# ---- icache_line_fill ----
Figure 1. Placement density heat map (icache_line_fill).
Bar = 50 um. The die is cut into 15 by 15 equal tiles; dark blue is low, red is high, 0 to 100% covered.
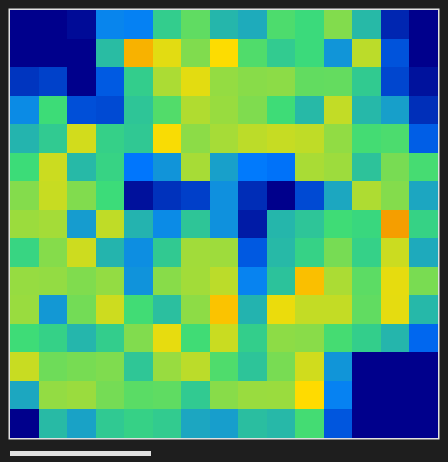

==> src/rtl/icache_line_fill.sv <==
// I-cache refill engine: fetches a 16-byte line as in-order 32-bit bus beats and returns it with a one-cycle ready pulse.
// Optional one-entry line buffer under ICACHE_FILL_LINEBUF_EN; without it, flush_i is unused.
module icache_line_fill #(
  parameter int unsigned ADDR_W = 32,
  parameter int unsigned LINE_W = 128,
  parameter int unsigned BUS_W  = 32
) (
  input  logic              clk,
  input  logic              rst_n,
  input  logic              req_i,
  input  logic [ADDR_W-1:0] addr_i,
  input  logic              flush_i,
  output logic              ready_o,
  output logic [LINE_W-1:0] data_o,
  output logic              busy_o,
  output logic              bus_req_o,
  output logic [ADDR_W-1:0] bus_addr_o,
  input  logic              bus_ack_i,
  input  logic [BUS_W-1:0]  bus_rdata_i
);

  localparam int unsigned BEATS = LINE_W / BUS_W;
  localparam int unsigned CNT_W = (BEATS > 1) ? $clog2(BEATS) : 1;
  localparam int unsigned OFF_W = $clog2(LINE_W / 8);
  localparam int unsigned BSH   = $clog2(BUS_W / 8);
  localparam int unsigned TAG_W = ADDR_W - OFF_W;

  typedef enum logic [1:0] {
    S_IDLE = 2'd0,
    S_BEAT = 2'd1,
    S_DONE = 2'd2
  } state_t;

  state_t              state_q, state_d;
  logic [CNT_W-1:0]    cnt_q, cnt_d;
  logic [ADDR_W-1:0]   base_q, base_d;
  logic [LINE_W-1:0]   line_q, line_d;
  logic [TAG_W-1:0]    req_tag;

  assign req_tag = addr_i[ADDR_W-1:OFF_W];

`ifdef ICACHE_FILL_LINEBUF_EN
  logic             lb_valid_q, lb_valid_d;
  logic [TAG_W-1:0] lb_tag_q, lb_tag_d;
  logic             flush_seen_q, flush_seen_d;
  logic             lb_hit;
  logic [OFF_W-1:0] unused_bits;

  // A flush in the same cycle as the request forces the miss path.
  assign lb_hit      = lb_valid_q && !flush_i && (lb_tag_q == req_tag);
  assign unused_bits = addr_i[OFF_W-1:0];
`else
  logic [OFF_W:0] unused_bits;

  assign unused_bits = {flush_i, addr_i[OFF_W-1:0]};
`endif

  always_comb begin
    state_d = state_q;
    cnt_d   = cnt_q;
    base_d  = base_q;
    line_d  = line_q;
`ifdef ICACHE_FILL_LINEBUF_EN
    lb_valid_d   = lb_valid_q;
    lb_tag_d     = lb_tag_q;
    flush_seen_d = flush_seen_q;
`endif
    case (state_q)
      S_IDLE: begin
        if (req_i) begin
          base_d = {req_tag, {OFF_W{1'b0}}};
          cnt_d  = '0;
`ifdef ICACHE_FILL_LINEBUF_EN
          flush_seen_d = 1'b0;
          state_d      = lb_hit ? S_DONE : S_BEAT;
`else
          state_d = S_BEAT;
`endif
        end
      end
      S_BEAT: begin
        if (bus_ack_i) begin
          line_d[int'(cnt_q)*BUS_W +: BUS_W] = bus_rdata_i;
          if (cnt_q == CNT_W'(BEATS - 1)) begin
            cnt_d   = '0;
            state_d = S_DONE;
          end else begin
            cnt_d = cnt_q + 1'b1;
          end
        end
      end
      S_DONE: begin
        state_d = S_IDLE;
`ifdef ICACHE_FILL_LINEBUF_EN
        // A flush seen at any point of the fill leaves the buffer invalid.
        lb_valid_d = !flush_seen_q;
        lb_tag_d   = base_q[ADDR_W-1:OFF_W];
`endif
      end
      default: state_d = S_IDLE;
    endcase
`ifdef ICACHE_FILL_LINEBUF_EN
    if (flush_i) begin
      lb_valid_d = 1'b0;
      if (state_q != S_IDLE) flush_seen_d = 1'b1;
    end
`endif
  end

  always_ff @(posedge clk or negedge rst_n) begin
    if (!rst_n) begin
      state_q <= S_IDLE;
      cnt_q   <= '0;
      base_q  <= '0;
      line_q  <= '0;
    end else begin
      state_q <= state_d;
      cnt_q   <= cnt_d;
      base_q  <= base_d;
      line_q  <= line_d;
    end
  end

`ifdef ICACHE_FILL_LINEBUF_EN
  always_ff @(posedge clk or negedge rst_n) begin
    if (!rst_n) begin
      lb_valid_q   <= 1'b0;
      lb_tag_q     <= '0;
      flush_seen_q <= 1'b0;
    end else begin
      lb_valid_q   <= lb_valid_d;
      lb_tag_q     <= lb_tag_d;
      flush_seen_q <= flush_seen_d;
    end
  end
`endif

  // Outputs decode the registered state only, so they hold steady through bus stalls.
  assign ready_o    = (state_q == S_DONE);
  assign busy_o     = (state_q != S_IDLE);
  assign bus_req_o  = (state_q == S_BEAT);
  assign bus_addr_o = (state_q == S_BEAT) ? (base_q + (ADDR_W'(cnt_q) << BSH)) : '0;
  assign data_o     = line_q;

endmodule
==> config.mk <==
export PLATFORM = sky130hd
export DESIGN_NAME = icache_line_fill
export DESIGN_NICKNAME = d
export VERILOG_FILES = /design/src/rtl/icache_line_fill.sv
export SDC_FILE = /design/constraint.sdc
export NUM_CORES = 1
export LEC_CHECK = 0
export ABC_AREA = 1
export CAP_MARGIN = 10
export CORE_UTILIZATION = 33
export CTS_CLUSTER_SIZE = 20
export DETAILED_ROUTE_END_ITERATION = 10
export HOLD_SLACK_MARGIN = 0.02
export MAX_ROUTING_LAYER = met4
export RECOVER_POWER = 50
export SYNTH_ARGS = -nofsm -noshare
export SYNTH_HDL_FRONTEND = slang
export SYNTH_SLANG_ARGS = --single-unit
==> constraint.sdc <==
create_clock -name clk -period 2.9 [get_ports clk]
set_clock_uncertainty 0.1 [all_clocks]
set_input_delay 0.58 -clock clk [delete_from_list [all_inputs] [get_ports clk]]
set_output_delay 0.58 -clock clk [all_outputs]
set_load 0.005 [all_outputs]
# ---- clk_div_prog ----
### src/rtl/clk_div_prog.sv
// clk_div_prog: programmable clock divider with shadowed reload.
// The output shapes are single-cycle pulse, ~50% toggle, or programmable duty.
// Settings requested while counting wait in a shadow register. They are applied
// only at a period boundary, so clk_out never produces a runt phase.
module clk_div_prog #(
    parameter int WIDTH     = 16,
    parameter int RESET_DIV = 2
) (
    input  logic             clk,
    input  logic             rst_n,
    input  logic [WIDTH-1:0] Din,
    input  logic [WIDTH-1:0] Hin,
    input  logic [1:0]       MODE,
    input  logic             PL,
    input  logic             EN,
    output logic             clk_out,
    output logic             tick,
    output logic             load_pend
);

    typedef enum logic [1:0] {
        M_PULSE  = 2'b00,
        M_TOGGLE = 2'b01,
        M_DUTY   = 2'b10
    } mode_e;

    localparam logic [WIDTH-1:0] RST_DIV = WIDTH'(RESET_DIV);
    localparam logic [WIDTH-1:0] RST_HI  = WIDTH'(RESET_DIV >> 1);

    // active configuration
    logic [WIDTH-1:0] div_q, hi_q;
    mode_e            amode_q;
    // shadow configuration
    logic [WIDTH-1:0] sdiv_q, shi_q;
    mode_e            smode_q;
    // period state
    logic [WIDTH-1:0] cnt_q;
    logic             pend_q;
    logic             clk_out_q;

    // decoded request and control strobes
    logic [WIDTH-1:0] req_div;
    mode_e            req_mode;
    logic             last, boundary;
    logic             load_now, stage, apply_shadow;
    logic [WIDTH:0]   half;
    logic             shape;

    // Normalise a load request: clamp the divisor to >= 2 and fold MODE 11 onto toggle
    always_comb begin
        req_div = (Din < WIDTH'(2)) ? WIDTH'(2) : Din;
        case (MODE)
            2'b00:   req_mode = M_PULSE;
            2'b10:   req_mode = M_DUTY;
            default: req_mode = M_TOGGLE;
        endcase
    end

    // Decide the period boundary and the load path for this cycle
    always_comb begin
        last         = (cnt_q == div_q - WIDTH'(1));
        boundary     = EN && last;
        // Direct load applies when counting is idle or the period is ending anyway
        load_now     = PL && (!EN || boundary);
        // A load in the middle of a running period waits in the shadow
        stage        = PL && EN && !boundary;
        apply_shadow = boundary && pend_q && !PL;
    end

    // Evaluate the output shape function at the current count
    always_comb begin
        // Compute the half-period one bit wider so that DIV = 2^WIDTH-1 does not wrap
        half = ({1'b0, div_q} + {{WIDTH{1'b0}}, 1'b1}) >> 1;
        case (amode_q)
            M_PULSE: shape = last;
            M_DUTY:  shape = (cnt_q < hi_q);
            default: shape = ({1'b0, cnt_q} < half);
        endcase
    end

    // Update the active configuration from a direct load or from the shadow at a boundary
    always_ff @(posedge clk or negedge rst_n) begin
        if (!rst_n) begin
            div_q   <= RST_DIV;
            hi_q    <= RST_HI;
            amode_q <= M_TOGGLE;
        end else if (load_now) begin
            div_q   <= req_div;
            hi_q    <= Hin;
            amode_q <= req_mode;
        end else if (apply_shadow) begin
            div_q   <= sdiv_q;
            hi_q    <= shi_q;
            amode_q <= smode_q;
        end
    end

    // Capture mid-period requests; the last write before the boundary wins
    always_ff @(posedge clk or negedge rst_n) begin
        if (!rst_n) begin
            sdiv_q  <= RST_DIV;
            shi_q   <= RST_HI;
            smode_q <= M_TOGGLE;
        end else if (stage) begin
            sdiv_q  <= req_div;
            shi_q   <= Hin;
            smode_q <= req_mode;
        end
    end

    // Track whether the shadow holds settings that have not been applied yet
    always_ff @(posedge clk or negedge rst_n) begin
        if (!rst_n) begin
            pend_q <= 1'b0;
        end else if (load_now || apply_shadow) begin
            pend_q <= 1'b0;
        end else if (stage) begin
            pend_q <= 1'b1;
        end
    end

    // Period counter: restart on load or boundary, freeze while EN is low
    always_ff @(posedge clk or negedge rst_n) begin
        if (!rst_n) begin
            cnt_q <= '0;
        end else if (load_now || boundary) begin
            cnt_q <= '0;
        end else if (EN) begin
            cnt_q <= cnt_q + WIDTH'(1);
        end
    end

    // Register the shape one edge behind the count; hold it while disabled
    always_ff @(posedge clk or negedge rst_n) begin
        if (!rst_n) begin
            clk_out_q <= 1'b0;
        end else if (EN) begin
            clk_out_q <= shape;
        end
    end

    assign clk_out   = clk_out_q;
    assign tick      = boundary;
    assign load_pend = pend_q;

endmodule
### config.mk
export PLATFORM = sky130hd
export DESIGN_NAME = clk_div_prog
export DESIGN_NICKNAME = d
export VERILOG_FILES = /design/src/rtl/clk_div_prog.sv
export SDC_FILE = /design/constraint.sdc
export NUM_CORES = 1
export LEC_CHECK = 0
export CAP_MARGIN = 20
export CORE_ASPECT_RATIO = 0.5
export CORE_UTILIZATION = 60
export DETAILED_ROUTE_END_ITERATION = 8
export HOLD_SLACK_MARGIN = 0.15
export PLACE_DENSITY = 0.9
export SLEW_MARGIN = 25
export SYNTH_ARGS = -nofsm -noshare
export SYNTH_HDL_FRONTEND = slang
export SYNTH_SLANG_ARGS = --single-unit
### constraint.sdc
create_clock -name clk -period 8.1 [get_ports clk]
set_input_delay 1.62 -clock clk [delete_from_list [all_inputs] [get_ports clk]]
set_output_delay 1.62 -clock clk [all_outputs]
set_load 0.005 [all_outputs]
Figure 2. Wire density map (icache_line_fill).
Bar = 50 um. The die is cut into 30 by 30 equal tiles; dark blue is low, red is high, scaled to the fullest tile. Values are wire area over tile area, all layers added.
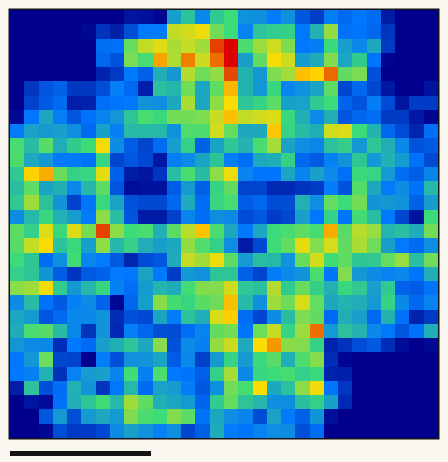
tiles over half the peak	21%
nearly empty tiles	12%
mean over tiles	0.16
densest ninth of the die	top middle
Total Wirelength: 22,600 um
routed wire length per instance: 15.1 um
routed vias: 6,601
all-layer global routing usage: 21.1%

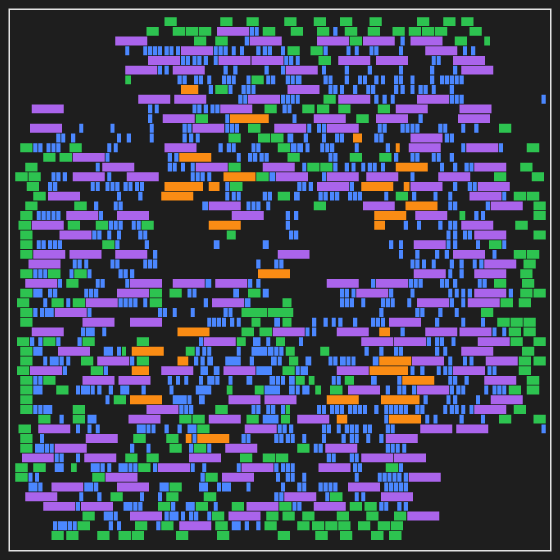
Figure 3: icache_line_fill, placed cells, one color a class.
class	color	cells	share of their area
registers	purple	160	39%
remaining buffers and delay cells	green	248	24%
clock drivers and dummy loads	orange	32	6.3%
remaining logic cells	blue	772	31%
Finished Cell Area: 0.0105 mm^2
Final Util: 48.1%
sequential cell area share: 38.1%
row cnt: 54

## Picture notes: Figure 1
nearly empty tiles	8.4%
densest ninth of the die	top middle
fullest tile	82%
Core Region: 0.0219 mm^2
Starting Density: 33.7%

==> flow_summary.json, icache_line_fill <==
{
  "status": "finished, final reports clean",
  "ys_area_mm2": 0.00738,
  "clockPowerShare_pct": 22.5,
  "cp-endpoint": "bus_addr_o[7]",
  "cts_max_path_buffers": 2,
  "sequential_cell_total": 160,
  "top_area_share_pct": 54.3,
  "p_sw_mw": 3.90,
  "root_buffer": "clkbuf_16",
  "worstHoldStart": "data_o[104]",
  "path_class": "flop to primary output",
  "reg2reg_from": "state_q[0]",
  "internal_power_mw": 6.96,
  "r2r_cells": 5,
  "use_met2_pct": 30.4,
  "p_comb_mw": 4.93,
  "pg_seq_mw": 3.49,
  "maxCapViolCount": 0,
  "comb_cells": 701,
  "drt_iter0_drc": 448,
  "met3_length_um": 1300,
  "nWellTaps": 280,
  "fin_ws_ns": 0.215,
  "grtUsageMet3_pct": 4.52,
  "port_buffers": 224
}
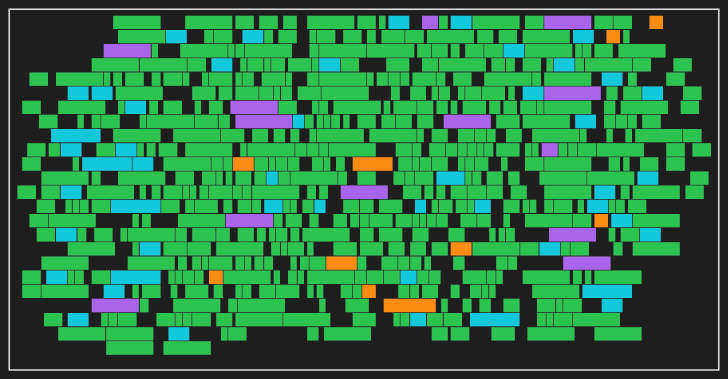
Figure 4: clk_div_prog, cell sizes after repair.
size	color	cells
x3 and x4	orange	10
x2	cyan	48
x6 and larger	purple	13
x1 and smaller	green	501
Finished Cell Area: 0.00609 mm^2
Layout area overhead: 13.0%
non-clock buffer count: 42
setup ws final: 2.93 ns

==> flow_summary.json, clk_div_prog <==
{
  "status": "finished, final reports clean",
  "cp.arrival_ns": 3.55,
  "grt_usage_pct": 28.8,
  "most-common-layout-cells": "dfrtp_1, nor2_1, a21oi_1, mux2i_1, clkdlybuf4s50_1",
  "warnings": 27,
  "die_x_um": 136,
  "sw_frac_of_total_pct": 28.9,
  "post-route-util_pct": 70.0,
  "fillers": 664,
  "p_comb_mw": 0.220,
  "nNetsFinal": 638,
  "vdd_drop_max_mv": 0.115,
  "setup_violations": 0,
  "grtUsageMet1_pct": 38.8,
  "internal_power_mw": 0.869,
  "numSynthFlops": 86,
  "synth.most_common_cell": "dfrtp_1",
  "grtUsageMet3_pct": 7.06,
  "worstHoldStart": "shi_q[5]",
  "pg_seq_mw": 0.549,
  "path_clk_slew_ns": 0.06
}

# ---- mult_seq_ctrl ----
Figure 5. Placement density heat map (mult_seq_ctrl).
Bar = 20 um. The die is cut into 9 by 9 equal tiles; dark blue is low, red is high, 0 to 100% covered.
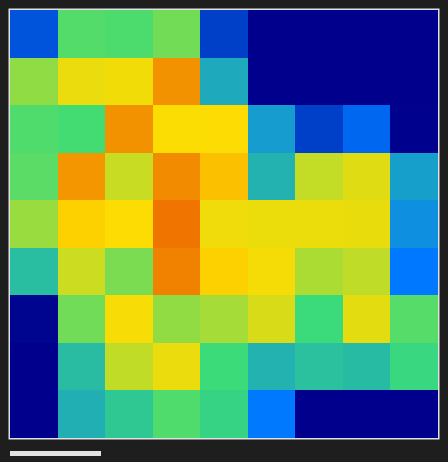
Figure 6. Placed cells, one color a class (mult_seq_ctrl).
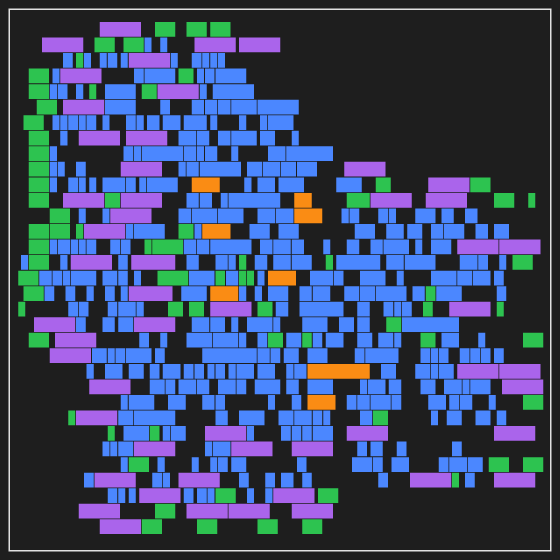
==> config.mk <==
export PLATFORM = sky130hd
export DESIGN_NAME = mult_seq_ctrl
export DESIGN_NICKNAME = d
export VERILOG_FILES = /design/src/rtl/mult_seq_pkg.sv /design/src/rtl/mul4x4_unit.sv /design/src/rtl/mult_seq_ctrl.sv
export SDC_FILE = /design/constraint.sdc
export NUM_CORES = 1
export LEC_CHECK = 0
export CAP_MARGIN = 0
export CORE_UTILIZATION = 40
export DETAILED_ROUTE_END_ITERATION = 10
export GPL_ROUTABILITY_DRIVEN = 1
export GPL_TIMING_DRIVEN = 0
export PLACE_DENSITY = 0.73
export SETUP_SLACK_MARGIN = 0.2
export SLEW_MARGIN = 40
export SYNTH_ARGS = -nofsm -noshare
export SYNTH_HDL_FRONTEND = slang
export SYNTH_HIERARCHICAL = 1
export SYNTH_SLANG_ARGS = --single-unit
==> constraint.sdc <==
create_clock -name clk -period 5.1 [get_ports clk]
set_input_delay 0.51 -clock clk [delete_from_list [all_inputs] [get_ports clk]]
set_output_delay 0.51 -clock clk [all_outputs]
set_load 0.005 [all_outputs]
==> src/rtl/mult_seq_pkg.sv <==
// Shared types and helpers for the digit-serial multiplier sequencer.
// Holds the digit width, the controller state encoding and a digit extractor.
package mult_seq_pkg;

    localparam int DIGIT_W = 4;
    localparam int MAX_W   = 64;

    typedef enum logic [1:0] {IDLE, MUL, DONE} mult_seq_state_t;

    // Operands are zero-extended to MAX_W so one helper serves every W.
    function automatic logic [DIGIT_W-1:0] digit(input logic [MAX_W-1:0] x, input int k);
        return x[DIGIT_W*k +: DIGIT_W];
    endfunction

endpackage

==> src/rtl/mul4x4_unit.sv <==
// Combinational 4x4 -> 8-bit unsigned multiplier: AND array, two-level 3:2
// compressor tree, then a Kogge-Stone prefix adder for the final carry-propagate add.
module mul4x4_unit (
    input  logic [3:0] a,
    input  logic [3:0] b,
    output logic [7:0] p
);

    logic [7:0] row0, row1, row2, row3;
    logic [7:0] sum1, carry1, sum2, carry2;
    logic [7:0] gen, prop, gen_lvl, prop_lvl, gen_nxt, prop_nxt, carries;

    always_comb begin
        row0 = {4'b0000, a & {4{b[0]}}};
        row1 = {4'b0000, a & {4{b[1]}}} << 1;
        row2 = {4'b0000, a & {4{b[2]}}} << 2;
        row3 = {4'b0000, a & {4{b[3]}}} << 3;

        // The product never exceeds 225, so dropping carries out of bit 7 is safe.
        sum1   = row0 ^ row1 ^ row2;
        carry1 = ((row0 & row1) | (row0 & row2) | (row1 & row2)) << 1;
        sum2   = sum1 ^ carry1 ^ row3;
        carry2 = ((sum1 & carry1) | (sum1 & row3) | (carry1 & row3)) << 1;
    end

    always_comb begin
        gen      = sum2 & carry2;
        prop     = sum2 ^ carry2;
        gen_lvl  = gen;
        prop_lvl = prop;
        gen_nxt  = gen;
        prop_nxt = prop;
        for (int lvl = 0; lvl < 3; lvl++) begin
            gen_nxt  = gen_lvl;
            prop_nxt = prop_lvl;
            for (int k = (1 << lvl); k < 8; k++) begin
                gen_nxt[k]  = gen_lvl[k] | (prop_lvl[k] & gen_lvl[k - (1 << lvl)]);
                prop_nxt[k] = prop_lvl[k] & prop_lvl[k - (1 << lvl)];
            end
            gen_lvl  = gen_nxt;
            prop_lvl = prop_nxt;
        end
        carries = {gen_lvl[6:0], 1'b0};
        p       = prop ^ carries;
    end

endmodule

==> src/rtl/mult_seq_ctrl.sv <==
// Digit-serial W x W unsigned multiplier sequencer around one shared 4x4 multiplier.
// Optional macro MULT_SEQ_ZERO_SKIP_EN: a zero operand jumps straight to DONE with product 0.
module mult_seq_ctrl #(
    parameter int W = 8
) (
    input  logic           clk,
    input  logic           rst_n,
    input  logic           in_valid,
    output logic           in_ready,
    input  logic [W-1:0]   in_a,
    input  logic [W-1:0]   in_b,
    input  logic           abort,
    output logic           out_valid,
    input  logic           out_ready,
    output logic [2*W-1:0] out_p,
    output logic           busy
);

    import mult_seq_pkg::*;

    localparam int N     = W / DIGIT_W;
    localparam int IDX_W = (N > 1) ? $clog2(N) : 1;
    localparam logic [IDX_W-1:0] LAST_IDX = IDX_W'(N - 1);

    mult_seq_state_t state, next_state;

    logic [W-1:0]       a_reg, b_reg;
    logic [2*W-1:0]     acc, acc_next, term;
    logic [IDX_W-1:0]   i_idx, j_idx;
    logic [DIGIT_W-1:0] digit_a, digit_b;
    logic [7:0]         pp;
    logic               last_pair;
    logic               zero_skip;

`ifdef MULT_SEQ_ZERO_SKIP_EN
    assign zero_skip = (in_a == '0) || (in_b == '0);
`else
    assign zero_skip = 1'b0;
`endif

    assign last_pair = (i_idx == LAST_IDX) && (j_idx == LAST_IDX);

    mul4x4_unit u_mul (
        .a (digit_a),
        .b (digit_b),
        .p (pp)
    );

    // Current digit pair, shifted into its weight 4*(i+j) and added to the running sum.
    always_comb begin
        digit_a  = digit(MAX_W'(a_reg), int'(i_idx));
        digit_b  = digit(MAX_W'(b_reg), int'(j_idx));
        term     = (2*W)'(pp) << (DIGIT_W * (int'(i_idx) + int'(j_idx)));
        acc_next = acc + term;
    end

    always_ff @(posedge clk) begin
        if (!rst_n) begin
            state <= IDLE;
        end else begin
            state <= next_state;
        end
    end

    always_comb begin
        next_state = state;
        case (state)
            IDLE: begin
                if (in_valid) begin
                    next_state = zero_skip ? DONE : MUL;
                end
            end
            MUL: begin
                if (abort) begin
                    next_state = IDLE;
                end else if (last_pair) begin
                    next_state = DONE;
                end
            end
            DONE: begin
                if (abort || out_ready) begin
                    next_state = IDLE;
                end
            end
            default: next_state = IDLE;
        endcase
    end

    always_comb begin
        in_ready  = (state == IDLE);
        out_valid = (state == DONE);
        busy      = (state != IDLE);
    end

    // out_p is loaded only when a result completes so it stays put outside DONE.
    always_ff @(posedge clk) begin
        if (!rst_n) begin
            a_reg <= '0;
            b_reg <= '0;
            acc   <= '0;
            i_idx <= '0;
            j_idx <= '0;
            out_p <= '0;
        end else begin
            case (state)
                IDLE: begin
                    if (in_valid) begin
                        a_reg <= in_a;
                        b_reg <= in_b;
                        acc   <= '0;
                        i_idx <= '0;
                        j_idx <= '0;
                        if (zero_skip) begin
                            out_p <= '0;
                        end
                    end
                end
                MUL: begin
                    if (!abort) begin
                        acc <= acc_next;
                        if (j_idx == LAST_IDX) begin
                            j_idx <= '0;
                            i_idx <= i_idx + IDX_W'(1);
                        end else begin
                            j_idx <= j_idx + IDX_W'(1);
                        end
                        if (last_pair) begin
                            out_p <= acc_next;
                        end
                    end
                end
                default: begin
                end
            endcase
        end
    end

endmodule

==> flow_summary.json <==
{
  "status": "finished, final reports clean",
  "internal_power_mw": 0.619,
  "grt_pass1_vias": 3056,
  "numCtsBuffers": 5,
  "setup_violations": 0,
  "area_growth_pct": 26.2,
  "hold_depth": 2,
  "reg2reg_from": "i_idx",
  "cp_top_family": "adder cells",
  "post-cts-setup-buffer-count": 6,
  "hold_end": "a_reg[5]",
  "grtUsageMet1_pct": 28.1,
  "grt_max_degree": 17,
  "gr-total-overflow": 0,
  "rsz0062_at_grt": "true",
  "die_x_um": 94.5,
  "rrSetupSlack_ns": 0.14,
  "clockPowerShare_pct": 37.5,
  "fillers": 793,
  "clk_latency_ns": 0.31,
  "crit_chain": "buf_8, mux2_4, and2_4, fa_1, inv_2, fa_1, inv_2, ha_4, fa_2, a21o_1, a21o_1, mux2i_1, nor2_1, ha_1, a21o_1, a31o_1, a311o_1, or3_1, a32o_1",
  "dpl_worst_slack_ns": -0.0644
}
About Figure 5:
nearly empty tiles	19%
fullest tile	87%
mean over tiles	47%
Final Util: 52.3%
Starting Density: 41.5%
Core Region: 0.00826 mm^2

About Figure 6:
class	color	cells	share of their area
registers	purple	52	25%
remaining logic cells	blue	349	58%
clock drivers and dummy loads	orange	8	2.9%
remaining buffers and delay cells	green	71	14%
Finished Cell Area: 0.00432 mm^2
sequential cell area share: 24.2%



## Gallery

Congestion heat map.
shot_01.png
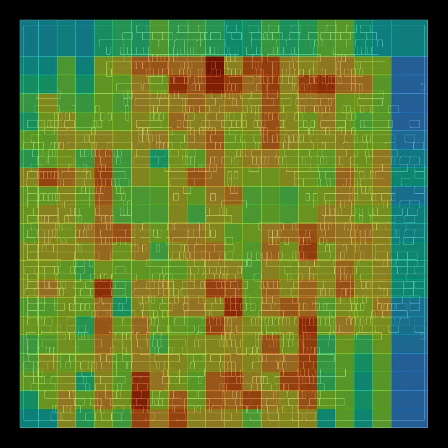
shot_02.png
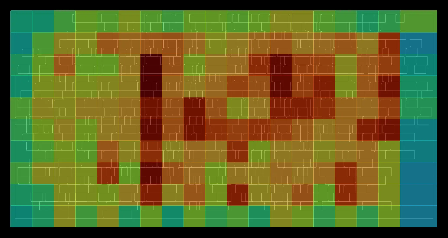
shot_03.png
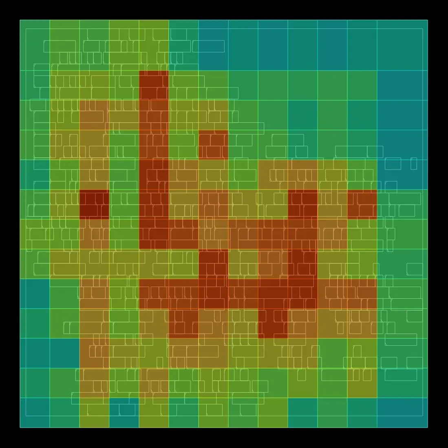
shot_01.png comes from icache_line_fill.
shot_02.png comes from clk_div_prog.
shot_03.png comes from mult_seq_ctrl.
The one with the most wire per cell is shot_02.png.

